==================== block 1
block_1/metal_stack.png
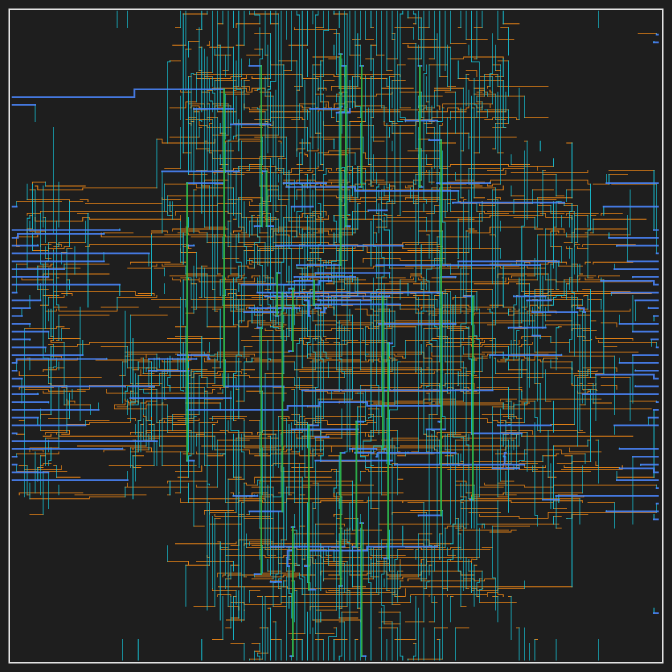
block_1/final_placement.png
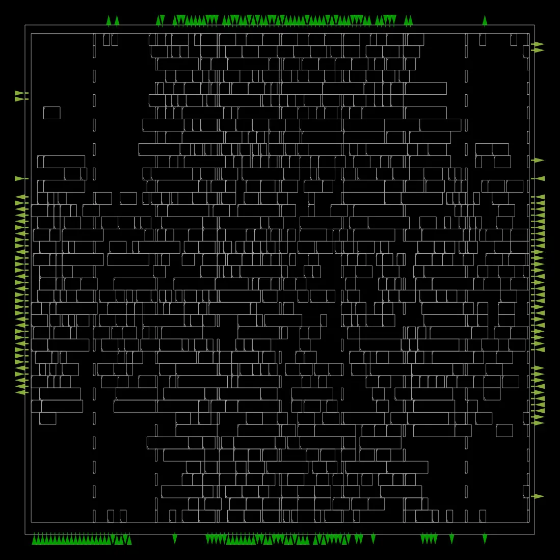
block_1/port_nets.png
Scale bar: 20 um.
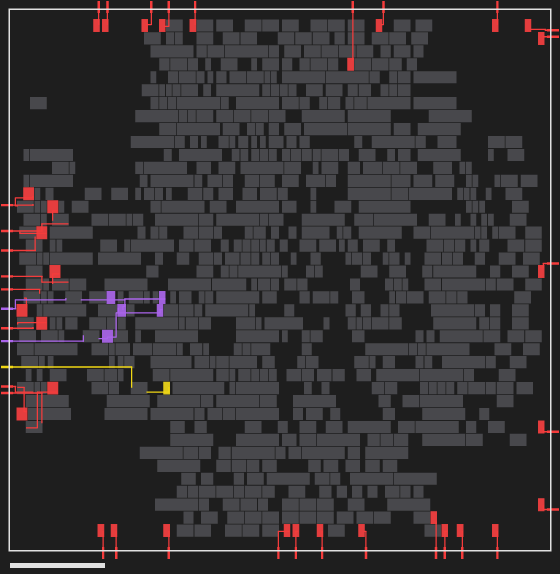
File: src/rtl/load_store_unit.sv
// Load/store unit: turns byte-addressed load/store requests into accesses on a word-wide
// memory with a one-cycle registered read; sub-word stores are done as read-modify-write.
module load_store_unit #(
  parameter int IDX_W = 8
) (
  input  logic        clk,
  input  logic        rst,
  input  logic        req_valid,
  output logic        req_ready,
  input  logic        req_write,
  input  logic [1:0]  req_size,
  input  logic        req_unsigned,
  input  logic [31:0] req_addr,
  input  logic [31:0] req_wdata,
  output logic        resp_valid,
  output logic [31:0] resp_rdata,
  output logic        resp_error,
  output logic [31:0] mem_address,
  output logic [31:0] mem_write_data,
  output logic        mem_write_enable,
  output logic        mem_read_enable,
  input  logic [31:0] mem_read_data
);
  localparam logic [1:0] SZ_B = 2'b00;
  localparam logic [1:0] SZ_H = 2'b01;
  localparam logic [1:0] SZ_W = 2'b10;

  typedef enum logic [2:0] {S_IDLE, S_RD, S_WT, S_WR, S_RESP} state_e;

  typedef struct packed {
    logic             write;
    logic [1:0]       size;
    logic             uns;
    logic [1:0]       lane;
    logic [IDX_W-1:0] idx;
    logic [31:0]      wdata;
    logic             err;
  } req_t;

  state_e      state_q, state_d;
  req_t        req_q, req_d;
  logic [31:0] rdata_q, rdata_d;

  logic        accept;
  logic        misaligned;
  logic [31:0] merged;
  logic [31:0] extracted;
  logic        unused_addr;

  assign accept      = req_valid && (state_q == S_IDLE);
  assign misaligned  = (req_size == SZ_H && req_addr[0]) ||
                       (req_size == SZ_W && req_addr[1:0] != 2'b00) ||
                       (req_size == 2'b11);
  // Index wraps modulo memory depth: upper address bits are dropped.
  assign unused_addr = ^req_addr[31:IDX_W+2];

  // Per-byte merge: each lane takes the new store byte or keeps the old memory byte.
  for (genvar i = 0; i < 4; i++) begin : g_lane
    localparam logic [1:0] LN = 2'(i);
    logic hit;
    assign hit = (req_q.size == SZ_B && req_q.lane == LN) ||
                 (req_q.size == SZ_H && req_q.lane[1] == LN[1]);
    assign merged[8*i +: 8] = !hit ? mem_read_data[8*i +: 8] :
                              (req_q.size == SZ_B) ? req_q.wdata[7:0] :
                                                     req_q.wdata[8*(i%2) +: 8];
  end

  always_comb begin
    logic [31:0] shifted;
    logic [15:0] half;
    shifted = mem_read_data >> {req_q.lane, 3'b000};
    half    = req_q.lane[1] ? mem_read_data[31:16] : mem_read_data[15:0];
    case (req_q.size)
      SZ_B:    extracted = {{24{~req_q.uns & shifted[7]}}, shifted[7:0]};
      SZ_H:    extracted = {{16{~req_q.uns & half[15]}}, half};
      default: extracted = mem_read_data;
    endcase
  end

  // State register
  always_ff @(posedge clk or posedge rst) begin
    if (rst) begin
      state_q <= S_IDLE;
      req_q   <= '0;
      rdata_q <= '0;
    end else begin
      state_q <= state_d;
      req_q   <= req_d;
      rdata_q <= rdata_d;
    end
  end

  // Next-state logic
  always_comb begin
    state_d = state_q;
    case (state_q)
      S_IDLE: begin
        if (accept) begin
          if (misaligned)                     state_d = S_RESP;
          else if (req_write && req_size == SZ_W) state_d = S_WR;
          else                                state_d = S_RD;
        end
      end
      S_RD:    state_d = S_WT;
      S_WT:    state_d = req_q.write ? S_WR : S_RESP;
      S_WR:    state_d = S_RESP;
      S_RESP:  state_d = S_IDLE;
      default: state_d = S_IDLE;
    endcase
  end

  // Datapath registers: request capture, merge of old word, load extraction
  always_comb begin
    req_d   = req_q;
    rdata_d = rdata_q;
    if (accept) begin
      req_d.write = req_write;
      req_d.size  = req_size;
      req_d.uns   = req_unsigned;
      req_d.lane  = req_addr[1:0];
      req_d.idx   = req_addr[IDX_W+1:2];
      req_d.wdata = req_wdata;
      req_d.err   = misaligned;
      rdata_d     = '0;
    end else if (state_q == S_WT) begin
      if (req_q.write) req_d.wdata = merged;
      else             rdata_d     = extracted;
    end
  end

  // Outputs are decoded from the registered state, so reset clears strobes at once.
  always_comb begin
    req_ready        = (state_q == S_IDLE);
    mem_read_enable  = (state_q == S_RD);
    mem_write_enable = (state_q == S_WR);
    mem_address      = (state_q == S_IDLE) ? 32'd0 : {{(32-IDX_W){1'b0}}, req_q.idx};
    mem_write_data   = (state_q == S_WR) ? req_q.wdata : 32'd0;
    resp_valid       = (state_q == S_RESP);
    resp_rdata       = (state_q == S_RESP) ? rdata_q : 32'd0;
    resp_error       = (state_q == S_RESP) && req_q.err;
  end

endmodule

File: config.mk
export PLATFORM = sky130hd
export DESIGN_NAME = load_store_unit
export DESIGN_NICKNAME = d
export VERILOG_FILES = /design/src/rtl/load_store_unit.sv
export SDC_FILE = /design/constraint.sdc
export NUM_CORES = 1
export LEC_CHECK = 0
export CAP_MARGIN = 30
export CORE_UTILIZATION = 41
export CTS_BUF_LIST = sky130_fd_sc_hd__clkbuf_16
export DETAILED_ROUTE_END_ITERATION = 10
export HOLD_SLACK_MARGIN = 0.03
export PLACE_DENSITY = 0.87
export SYNTH_ARGS = -nofsm -noshare
export SYNTH_HDL_FRONTEND = slang
export SYNTH_SLANG_ARGS = --single-unit
export TNS_END_PERCENT = 10
File: constraint.sdc
create_clock -name clk -period 3 [get_ports clk]
set_input_delay 0.3 -clock clk [delete_from_list [all_inputs] [get_ports clk]]
set_output_delay 0.3 -clock clk [all_outputs]
set_load 0.01 [all_outputs]
==> changes_impl.md <==
### Physical design

* Status: finished clean
* Number of setup violations in the final report at 0
* Number of detailed-route iterations in the first pass at 7
* Prevailing logic family in the synthesized netlist: AND-OR/OR-AND gates
* Total Die Area at 12900 sq um
* Combined area of all synthesized cells at 5090 sq um
* Total of buffers placed on input and output ports at 157
* Routability cong. at 0.883
* Total number of clock tree sinks at 82
* Simple-gate portion of the synthesized area at 21.4%
* Slew Limit Headroom at 30.9%
* RSZ-0062 raised after global routing: false
* Core utilization before placement at 42.2%
* Critical setup path kind: flop to primary output
* Clock tree root buffer cell: clkbuf_16
About block_1/metal_stack.png:
| color | layer | wire length |
|---|---|---|
| blue | met3 | 1260 um |
| cyan | met2 | 7720 um |
| orange | met1 | 6340 um |
| green | met4 | 631 um |
routed wire length per instance: 18.2 um
detailed-route wire length: 16000 um
total global routing track utilization: 24.8%
vias after detailed routing: 4944

About block_1/final_placement.png:
flip-flops: 82
final core utilization: 57.7%
fill count: 1039

About block_1/port_nets.png:
| color | port | bits | direction | end cells | wire |
|---|---|---|---|---|---|
| yellow | req_unsigned | 1 | input | 1 | 34.9 um |
| red | mem_address | 32 | output | 32 | 203 um |
| purple | req_size | 2 | input | 5 | 70.4 um |

[Yosys cell counts (12+ instances only)]
cell | number | area share (%)
dfrtp_1 | 82 | 40
a21oi_1 | 71 | 7.0
nand2_1 | 67 | 4.9
and3_1 | 41 | 5.0
and2_1 | 34 | 4.2
clkbuf_1 | 33 | 2.4
nor2_1 | 26 | 1.9
buf_4 | 25 | 3.7
a22o_1 | 20 | 3.4
a21o_1 | 17 | 2.5
a211o_1 | 16 | 2.8
mux2i_1 | 16 | 3.1
a22oi_1 | 15 | 2.2
o21ai_0 | 12 | 1.2
[worst max-delay path, cell delays in order (launching register included)]
cell	delay, ps
dfrtp_1	520
and3b_1	280
buf_4	270
and2_1	210
clkdlybuf4s50_1	550
[layer usage]
layer | global-route usage, % | vias up | share of wire (%)
li1 | - | 2263 | -
met1 | 30.5 | 2382 | 40
met2 | 41.4 | 249 | 48
met3 | 4.62 | 50 | 7.9
met4 | 13.3 | 0 | 4.0
met5 | 0 | - | 0
[report_power, final]
group	internal (mW)	switching, mW
Sequential	1.61	0.451
Clock	0.712	0.427
Combinational	1.50	1.82
[flip-flops by register name, summed over array words and instances, names as in the netlist]
register and count:
rdata_q 32, state_q 3, req_q 47

==================== block 2
block_2/metal_stack.png
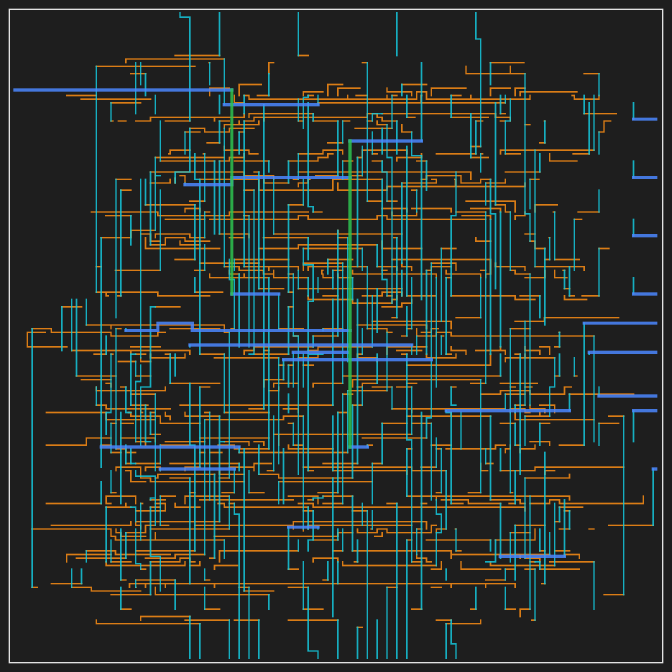
block_2/port_nets.png
Scale bar: 20 um.
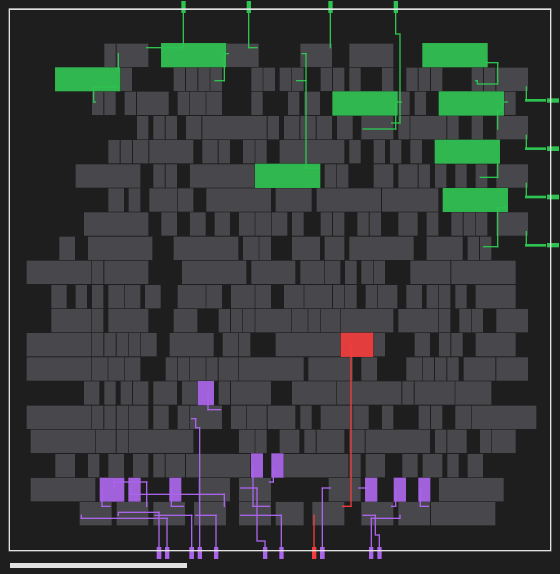
File: src/rtl/spi_master.sv
// Frame-level SPI initiator: shifts a request frame out on MOSI under ss_n and optionally collects a reply.
// Optional WAIT timeout/abort path enabled by defining SPI_MASTER_TIMEOUT_EN.
module spi_master #(
  parameter int unsigned FRAME_W = 10,
  parameter int unsigned RESP_W  = 8,
  parameter int unsigned TIMEOUT = 32
) (
  input  logic               clk,
  input  logic               rst,
  input  logic               req_valid,
  output logic               req_ready,
  input  logic [FRAME_W-1:0] req_data,
  input  logic               req_read,
  output logic               rsp_valid,
  output logic [RESP_W-1:0]  rsp_data,
  output logic               rsp_err,
  output logic               busy,
  output logic               ss_n,
  output logic               MOSI,
  input  logic               MISO,
  input  logic               valid_MISO,
  input  logic               sready
);

  localparam int unsigned FCNT_W = $clog2(FRAME_W + 1);
  localparam int unsigned RCNT_W = $clog2(RESP_W + 1);

  typedef enum logic [1:0] {IDLE, SHIFT, WAIT, DONE} state_t;

  state_t              state, next_state;
  logic [FRAME_W-1:0]  tx_q;
  logic                read_q;
  logic [FCNT_W-1:0]   tx_cnt;
  logic [RESP_W-1:0]   rx_q;
  logic [RCNT_W-1:0]   rx_cnt;
  logic [RESP_W-1:0]   rx_next;
  logic                accept;
  logic                frame_end;
  logic                last_capture;
  logic                timed_out;

  assign accept       = (state == IDLE) && req_valid && sready;
  assign frame_end    = (state == SHIFT) && (tx_cnt == FCNT_W'(FRAME_W - 1));
  assign last_capture = (state == WAIT) && valid_MISO && (rx_cnt == RCNT_W'(RESP_W - 1));
  assign rx_next      = RESP_W'({rx_q, MISO});

`ifdef SPI_MASTER_TIMEOUT_EN
  localparam int unsigned TCNT_W = $clog2(TIMEOUT + 1);
  logic [TCNT_W-1:0] wait_cnt;

  // Counts cycles spent in WAIT; a capture on the final allowed cycle takes priority.
  always_ff @(posedge clk) begin
    if (rst || state != WAIT) wait_cnt <= '0;
    else                      wait_cnt <= wait_cnt + TCNT_W'(1);
  end

  assign timed_out = (state == WAIT) && (wait_cnt == TCNT_W'(TIMEOUT - 1)) && !last_capture;
`else
  logic unused_timeout;
  assign unused_timeout = ^32'(TIMEOUT);
  assign timed_out      = 1'b0;
`endif

  always_ff @(posedge clk) begin
    if (rst) state <= IDLE;
    else     state <= next_state;
  end

  always_comb begin
    next_state = state;
    case (state)
      IDLE:    if (accept) next_state = SHIFT;
      SHIFT:   if (frame_end) next_state = read_q ? WAIT : DONE;
      WAIT:    if (last_capture || timed_out) next_state = DONE;
      DONE:    next_state = IDLE;
      default: next_state = IDLE;
    endcase
  end

  // Frame/reply datapath; rsp_data/rsp_err load on entry to DONE and hold until the next DONE.
  always_ff @(posedge clk) begin
    if (rst) begin
      tx_q     <= '0;
      read_q   <= 1'b0;
      tx_cnt   <= '0;
      rx_q     <= '0;
      rx_cnt   <= '0;
      rsp_data <= '0;
      rsp_err  <= 1'b0;
    end else begin
      case (state)
        IDLE: begin
          if (accept) begin
            tx_q   <= req_data;
            read_q <= req_read;
            tx_cnt <= '0;
            rx_q   <= '0;
            rx_cnt <= '0;
          end
        end
        SHIFT: begin
          tx_q   <= FRAME_W'({tx_q, 1'b0});
          tx_cnt <= tx_cnt + FCNT_W'(1);
          if (frame_end && !read_q) begin
            rsp_data <= '0;
            rsp_err  <= 1'b0;
          end
        end
        WAIT: begin
          if (valid_MISO) begin
            rx_q   <= rx_next;
            rx_cnt <= rx_cnt + RCNT_W'(1);
          end
          if (last_capture) begin
            rsp_data <= rx_next;
            rsp_err  <= 1'b0;
          end else if (timed_out) begin
            rsp_data <= '0;
            rsp_err  <= 1'b1;
          end
        end
        default: ;
      endcase
    end
  end

  always_comb begin
    req_ready = 1'b0;
    rsp_valid = 1'b0;
    busy      = 1'b1;
    ss_n      = 1'b1;
    MOSI      = 1'b0;
    case (state)
      IDLE: begin
        busy      = 1'b0;
        req_ready = sready && !rst;
      end
      SHIFT: begin
        ss_n = 1'b0;
        MOSI = tx_q[FRAME_W-1];
      end
      WAIT:    ss_n = 1'b0;
      DONE:    rsp_valid = 1'b1;
      default: ;
    endcase
  end

endmodule

File: config.mk
export PLATFORM = sky130hd
export DESIGN_NAME = spi_master
export DESIGN_NICKNAME = d
export VERILOG_FILES = /design/src/rtl/spi_master.sv
export SDC_FILE = /design/constraint.sdc
export NUM_CORES = 1
export LEC_CHECK = 0
export ABC_AREA = 1
export CORE_MARGIN = 1.5
export CORE_UTILIZATION = 55
export CTS_BUF_LIST = sky130_fd_sc_hd__clkbuf_8
export DETAILED_ROUTE_END_ITERATION = 12
export GPL_TIMING_DRIVEN = 0
export PLACE_DENSITY = 0.82
export SLEW_MARGIN = 20
export SYNTH_ARGS = -nofsm -noshare
export SYNTH_HDL_FRONTEND = slang
export SYNTH_SLANG_ARGS = --single-unit
File: constraint.sdc
create_clock -name clk -period 2.15 [get_ports clk]
set_clock_uncertainty 0.15 [all_clocks]
set_input_delay 0.215 -clock clk [delete_from_list [all_inputs] [get_ports clk]]
set_output_delay 0.215 -clock clk [all_outputs]
set_load 0.02 [all_outputs]
==> changes_impl.md <==
### Physical design

* Status: finished clean
* Core utilization before placement at 58.8%
* Sequential cell area share at 31.7%
* Reg-to-reg setup timing slack at 340 ps
* Synthesized-area fraction occupied by ao, oa, aoi and oai cells at 14.5%
* Number of detailed-route iterations in the first pass at 4
* Switching share of power at 40.9%
* Clock tree buffer depth at 2
* Cell types occupying the most area after synthesis: dfxtp_1 (39%), nand2_1 (14%), inv_1 (6.1%)
* Largest stage delay on the critical path at 360 ps
* Area of the synthesized netlist per yosys stat at 1840 sq um
* Clock latency on the worst-skew pair at 290 ps
* Combined area of all synthesized cells at 1840 sq um
* Levels on crit path at 5
* Count of antenna diodes in the layout at 0
* RSZ-0062 raised after global routing: false
* Most frequent cells in the layout: nand2_1 (68), dfxtp_1 (36), inv_1 (32)
* Residual DRC count at 0
* Reg-to-reg endpoint: rx_q[2]$_SDFFE_PP0P_
* Unique cell type count in the Yosys netlist at 27
* Net load switching power at 1.18 mW
* Flip-flops at 36
* Achievable frequency at 490 MHz
* Maximum resistive drop on vdd at 0.714 mV
* Vertical die dimension at 60.9 um
* Worst hold start: tx_q[0]$_SDFFE_PP0P_
* Power per standard cell area at 1260 nW/um^2
* Simple-gate portion of the synthesized area at 27.6%
* Critical setup path kind: flop to primary output
## Picture notes: block_2/metal_stack.png
| color | layer | wire length |
|---|---|---|
| cyan | met2 | 1820 um |
| green | met4 | 47.6 um |
| blue | met3 | 188 um |
| orange | met1 | 1860 um |
routed wire length per instance: 11.6 um
detailed-route wire length: 3920 um

## Picture notes: block_2/port_nets.png
| color | port | bits | direction | end cells | wire |
|---|---|---|---|---|---|
| red | req_valid | 1 | input | 1 | 22.9 um |
| purple | req_data | 10 | input | 10 | 133 um |
| green | rsp_data | 8 | output | 8 | 101 um |
I/O pin cnt: 31
total of buffers placed on input and output ports: 29

through the flow:
step           cell area [sq um]  TNS [ps]
6_report                    2270         0
5_1_grt                     2270         0
4_1_cts                     2270         0
3_5_place_dp                2190      -203
3_3_place_gp                2190      -184
2_1_floorplan               1840         0
power groups by stage:
stage / clock network [mW] / logic, mW / registers (mW)
after floorplan: 0 / 0.942 / 1.05
after global placement: 0 / 1.43 / 0.956
after detailed placement: 0 / 1.46 / 0.966
after CTS: 0.490 / 1.45 / 0.952
after global routing: 0.524 / 1.61 / 0.975
final: 0.479 / 1.44 / 0.951
layer usage:
metal	vias to the layer above	track usage, %	wire length [um]
met5	-	0	0
met4	0	7.76	47
met3	6	5.76	188
met2	34	40.6	1820
met1	744	32.5	1860
li1	885	-	-
registers in the layout, summed over array words and instances, names as in the netlist:
signal and cells:
tx_cnt 4, state 2, rx_cnt 4, read_q 1, rsp_data 8, rx_q 7
tx_q 10
Yosys cell counts (all sizes together):
master,n
inv,33
buf,11
xor2,1
ha,7
nand2,72
nor3,5
nor2,24
a31oi,9
a21oi,21
dfxtp,36
nand4,4
o21ai,15
nand3,14
o21bai,1
clkbuf,4
conb,1

==================== block 3
block_3/cell_classes.png
Fill, decap, tap and diode cells in gray.
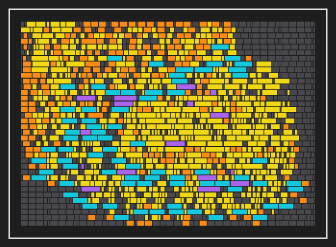
block_3/metal_stack.png
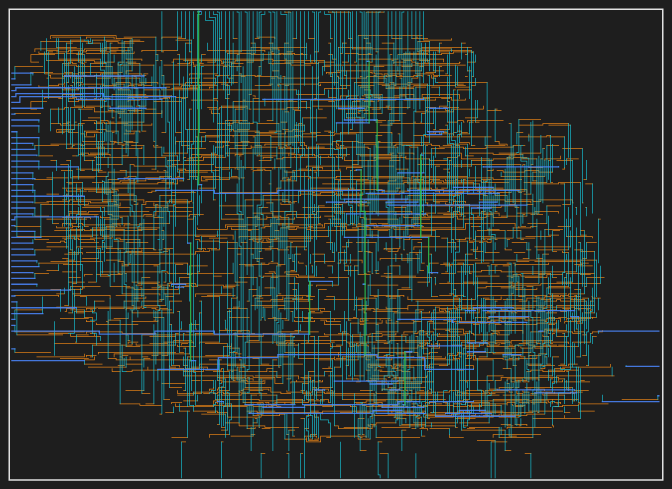
block_3/drive_strength.png
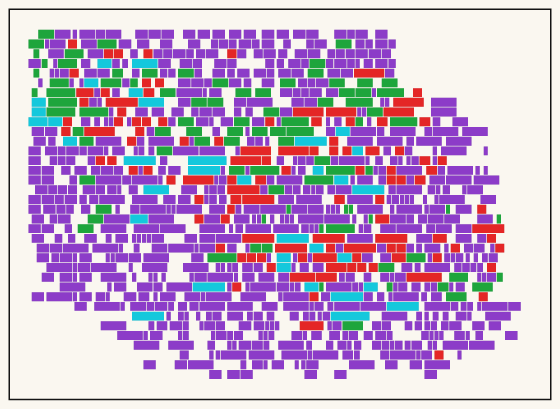
[src/rtl/mac_arbiter_pkg.sv]
// Shared constants and operand/result types for the round-robin MAC arbiter.
// Used by mac_arbiter (optional macro MAC_ARBITER_CNT_EN), mac_pipe and mac_arbiter_if.
package mac_arb_pkg;

  localparam int unsigned WIDTH     = 8;
  localparam int unsigned OUT_WIDTH = 2 * WIDTH + 1;
  localparam int unsigned NUM_REQ   = 4;
  localparam int unsigned ID_W      = $clog2(NUM_REQ);

  typedef struct packed {
    logic [WIDTH-1:0] a;
    logic [WIDTH-1:0] b;
    logic [WIDTH-1:0] c;
    logic [ID_W-1:0]  id;
  } mac_op_t;

  typedef struct packed {
    logic [OUT_WIDTH-1:0] data;
    logic [ID_W-1:0]      id;
  } mac_res_t;

endpackage

[src/rtl/mac_arbiter_if.sv]
// Requester/result bundle between the processing blocks (master) and the
// MAC arbiter (slave).
interface mac_arbiter_if;
  import mac_arb_pkg::*;

  logic [NUM_REQ-1:0]       req_valid;
  logic [NUM_REQ*WIDTH-1:0] req_a;
  logic [NUM_REQ*WIDTH-1:0] req_b;
  logic [NUM_REQ*WIDTH-1:0] req_c;
  logic [NUM_REQ-1:0]       req_ready;
  logic                     hold;
  logic                     res_valid;
  logic [ID_W-1:0]          res_id;
  logic [OUT_WIDTH-1:0]     res_data;
  logic                     idle;

  modport master (
    output req_valid, req_a, req_b, req_c, hold,
    input  req_ready, res_valid, res_id, res_data, idle
  );

  modport slave (
    input  req_valid, req_a, req_b, req_c, hold,
    output req_ready, res_valid, res_id, res_data, idle
  );

endinterface

[src/rtl/mac_arbiter_pipe.sv]
// Three-stage A*B+C pipeline (S0 capture, S1 product, S2 sum) carrying the
// requester ID alongside; no stall, result registers hold between strobes.
module mac_pipe
  import mac_arb_pkg::*;
(
  input  logic     clk,
  input  logic     reset,
  input  logic     in_valid,
  input  mac_op_t  in_op,
  output logic     out_valid,
  output mac_res_t out_res,
  output logic     busy
);

  logic                 v0;
  mac_op_t              op0;
  logic                 v1;
  logic [2*WIDTH-1:0]   prod1;
  logic [WIDTH-1:0]     c1;
  logic [ID_W-1:0]      id1;

  always_ff @(posedge clk) begin
    if (reset) begin
      v0  <= 1'b0;
      op0 <= '0;
    end else begin
      v0 <= in_valid;
      if (in_valid) op0 <= in_op;
    end
  end

  always_ff @(posedge clk) begin
    if (reset) begin
      v1    <= 1'b0;
      prod1 <= '0;
      c1    <= '0;
      id1   <= '0;
    end else begin
      v1 <= v0;
      if (v0) begin
        prod1 <= (2*WIDTH)'(op0.a) * (2*WIDTH)'(op0.b);
        c1    <= op0.c;
        id1   <= op0.id;
      end
    end
  end

  always_ff @(posedge clk) begin
    if (reset) begin
      out_valid <= 1'b0;
      out_res   <= '0;
    end else begin
      out_valid <= v1;
      if (v1) begin
        out_res.data <= OUT_WIDTH'(prod1) + OUT_WIDTH'(c1);
        out_res.id   <= id1;
      end
    end
  end

  assign busy = v0 | v1 | out_valid;

endmodule

[src/rtl/mac_arbiter.sv]
// Round-robin grant logic sharing one mac_pipe among NUM_REQ requesters.
// Optional MAC_ARBITER_CNT_EN adds per-requester 16-bit grant counters (grant_cnt).
module mac_arbiter
  import mac_arb_pkg::*;
(
  input  logic                   clk,
  input  logic                   reset,
  mac_arbiter_if.slave           bus
`ifdef MAC_ARBITER_CNT_EN
  ,
  output logic [NUM_REQ*16-1:0]  grant_cnt
`endif
);

  logic [ID_W-1:0]    rr_ptr;
  logic [NUM_REQ-1:0] grant;
  logic [ID_W-1:0]    grant_id;
  logic               grant_any;
  mac_op_t            grant_op;
  mac_res_t           res;
  logic               busy;

  // Scan from rr_ptr upward, modulo NUM_REQ; first asserted valid wins.
  always_comb begin
    int unsigned     idx;
    logic [ID_W-1:0] sel;
    grant     = '0;
    grant_id  = '0;
    grant_any = 1'b0;
    idx       = 0;
    sel       = '0;
    for (int unsigned k = 0; k < NUM_REQ; k++) begin
      idx = (32'(rr_ptr) + k) % NUM_REQ;
      sel = ID_W'(idx);
      if (!grant_any && bus.req_valid[sel]) begin
        grant_any   = 1'b1;
        grant[sel]  = 1'b1;
        grant_id    = sel;
      end
    end
    if (bus.hold) begin
      grant     = '0;
      grant_id  = '0;
      grant_any = 1'b0;
    end
  end

  always_comb begin
    grant_op    = '0;
    grant_op.a  = bus.req_a[32'(grant_id)*WIDTH +: WIDTH];
    grant_op.b  = bus.req_b[32'(grant_id)*WIDTH +: WIDTH];
    grant_op.c  = bus.req_c[32'(grant_id)*WIDTH +: WIDTH];
    grant_op.id = grant_id;
  end

  always_ff @(posedge clk) begin
    if (reset) begin
      rr_ptr <= '0;
    end else if (grant_any) begin
      rr_ptr <= (grant_id == ID_W'(NUM_REQ-1)) ? '0 : grant_id + 1'b1;
    end
  end

  mac_pipe u_pipe (
    .clk       (clk),
    .reset     (reset),
    .in_valid  (grant_any),
    .in_op     (grant_op),
    .out_valid (bus.res_valid),
    .out_res   (res),
    .busy      (busy)
  );

  assign bus.req_ready = grant;
  assign bus.res_id    = res.id;
  assign bus.res_data  = res.data;
  assign bus.idle      = ~busy;

`ifdef MAC_ARBITER_CNT_EN
  always_ff @(posedge clk) begin
    if (reset) begin
      grant_cnt <= '0;
    end else begin
      for (int unsigned i = 0; i < NUM_REQ; i++) begin
        if (grant[i]) grant_cnt[i*16 +: 16] <= grant_cnt[i*16 +: 16] + 16'd1;
      end
    end
  end
`endif

endmodule
[src/flat_wrapper.sv]
// flat-port wrapper written by rule: the top's interface ports become plain ports
module mac_arbiter_flat import mac_arb_pkg::*;
  (clk, reset, bus_req_valid, bus_req_a, bus_req_b, bus_req_c, bus_hold, bus_req_ready, bus_res_valid, bus_res_id, bus_res_data, bus_idle);
  mac_arbiter_if bus_i ();
  input  logic clk;
  input  logic reset;
  input wire logic [$bits(bus_i.req_valid)-1:0] bus_req_valid;
  input wire logic [$bits(bus_i.req_a)-1:0] bus_req_a;
  input wire logic [$bits(bus_i.req_b)-1:0] bus_req_b;
  input wire logic [$bits(bus_i.req_c)-1:0] bus_req_c;
  input wire logic [$bits(bus_i.hold)-1:0] bus_hold;
  output wire logic [$bits(bus_i.req_ready)-1:0] bus_req_ready;
  output wire logic [$bits(bus_i.res_valid)-1:0] bus_res_valid;
  output wire logic [$bits(bus_i.res_id)-1:0] bus_res_id;
  output wire logic [$bits(bus_i.res_data)-1:0] bus_res_data;
  output wire logic [$bits(bus_i.idle)-1:0] bus_idle;
  assign bus_i.req_valid = bus_req_valid;
  assign bus_i.req_a = bus_req_a;
  assign bus_i.req_b = bus_req_b;
  assign bus_i.req_c = bus_req_c;
  assign bus_i.hold = bus_hold;
  assign bus_req_ready = bus_i.req_ready;
  assign bus_res_valid = bus_i.res_valid;
  assign bus_res_id = bus_i.res_id;
  assign bus_res_data = bus_i.res_data;
  assign bus_idle = bus_i.idle;
  mac_arbiter u_core (.clk(clk), .reset(reset), .bus(bus_i));
endmodule
[config.mk]
export PLATFORM = sky130hd
export DESIGN_NAME = mac_arbiter_flat
export DESIGN_NICKNAME = d
export VERILOG_FILES = /design/src/rtl/mac_arbiter_pkg.sv /design/src/rtl/mac_arbiter_if.sv /design/src/rtl/mac_arbiter_pipe.sv /design/src/rtl/mac_arbiter.sv /design/src/flat_wrapper.sv
export SDC_FILE = /design/constraint.sdc
export NUM_CORES = 1
export LEC_CHECK = 0
export CAP_MARGIN = 20
export CORE_ASPECT_RATIO = 0.7
export CORE_MARGIN = 5
export CORE_UTILIZATION = 48
export CTS_CLUSTER_SIZE = 40
export DETAILED_ROUTE_END_ITERATION = 7
export GPL_ROUTABILITY_DRIVEN = 0
export GPL_TIMING_DRIVEN = 1
export PLACE_DENSITY = 0.8
export SYNTH_ARGS = -nofsm -noshare
export SYNTH_HDL_FRONTEND = slang
export SYNTH_SLANG_ARGS = --single-unit
[constraint.sdc]
create_clock -name clk -period 3.9 [get_ports clk]
set_input_delay 1.17 -clock clk [delete_from_list [all_inputs] [get_ports clk]]
set_output_delay 1.17 -clock clk [all_outputs]
set_load 0.01 [all_outputs]
==> changes_impl.md <==
### Physical design

* Gate count of the mapped netlist at 758
* Count of yosys warnings during synthesis at 0
* Status: complete, but fails checks
* Synthesized area divided by synthesized cell count at 8.83 sq um
* Non-filler cells, final at 1131
* PnR worst setup slack at -292 ps
* Share of the clock period used by the worst path after layout at 107%
* Achievable frequency at 239 MHz
* Setup slack at placement at -778 ps
* Number of setup violations in the final report at 5
* Cell types occupying the most area after synthesis: dfxtp_1 (23%), fa_1 (11%), ha_1 (9.9%)
* DRC marker count from the first detailed-route iteration at 502
* Slew at the pin closest to its max-slew limit at 1080 ps
* Levels on crit path at 14
* Signal arrival time at the worst endpoint at 4440 ps
* Largest stage delay on the critical path at 560 ps
* CP max-delay cell: fa_1
* Failing checks: negative setup slack
* Via count of the first global-routing pass at 6291
* Total Die Area at 16400 sq um
* Inst Count DP at 1101
* Cell Chain, Critical Path: and2_4, fa_1, fa_1, fa_1, inv_2, fa_1, inv_2, ha_4, o21a_1, o21ai_2, a21oi_1, o31a_1, or4_1, o311ai_2
* Commonest register cell after synthesis: dfxtp_1
* Routed wl met3 at 1260 um
* Clock tree buffer depth at 2
## Picture notes: block_3/cell_classes.png
| color | class | cells | share of their area |
|---|---|---|---|
| purple | clock drivers and dummy loads | 16 | 3.6% |
| orange | other buffers and delay cells | 212 | 22% |
| yellow | all other logic | 637 | 58% |
| cyan | flip-flops | 76 | 17% |
final core utilization: 68.2%
sequential cell area share: 16.6%
FP Rows: 36
Core ar.: 13800 sq um

## Picture notes: block_3/metal_stack.png
| color | layer | wire length |
|---|---|---|
| blue | met3 | 1260 um |
| green | met4 | 193 um |
| cyan | met2 | 9530 um |
| orange | met1 | 8390 um |
detailed-route wire length: 19400 um
total global routing track utilization: 23.3%
vias after detailed routing: 6290
routed wire length per instance: 17.1 um

## Picture notes: block_3/drive_strength.png
| color | size | cells |
|---|---|---|
| green | drive 2 | 89 |
| cyan | drive 6 and up | 34 |
| red | drive 3 to 4 | 110 |
| purple | drive 1 or less | 708 |

## cells by family (layout without fill, tap and decap cells)
logic type | Yosys count | in the layout | share of synthesized area [%]
AND/OR/NAND/NOR | 273 | 273 | 21.4
AND-OR/OR-AND | 171 | 171 | 21.6
buffers and inverters | 112 | 295 | 7.23
adder cells (fa/ha/maj) | 90 | 90 | 21.0
flip-flops | 76 | 76 | 22.7
multiplexers | 29 | 29 | 5.10
XOR/XNOR | 7 | 7 | 0.916
## state kept, by name (all words and copies together), names as in the netlist
signal and count:
u_core.u_pipe.v1 1, u_core.u_pipe.c1 8, u_core.u_pipe.v0 1, u_core.rr_ptr 2, u_core.u_pipe.out_valid 1, u_core.u_pipe.out_res 19
u_core.u_pipe.op0 26, u_core.u_pipe.prod1 16, u_core.u_pipe.id1 2
## area by class of cell
cell class	count	area, sq um
multi-input cells	570	5030
fillers	1033	4390
repair buffers	212	1980
flip-flops and latches	76	1560
inverters	67	259
clock buffers	11	243
well taps	190	238
clock inverters	5	82.6

Power figures rest on the tool's default switching activity, not on a simulated workload.
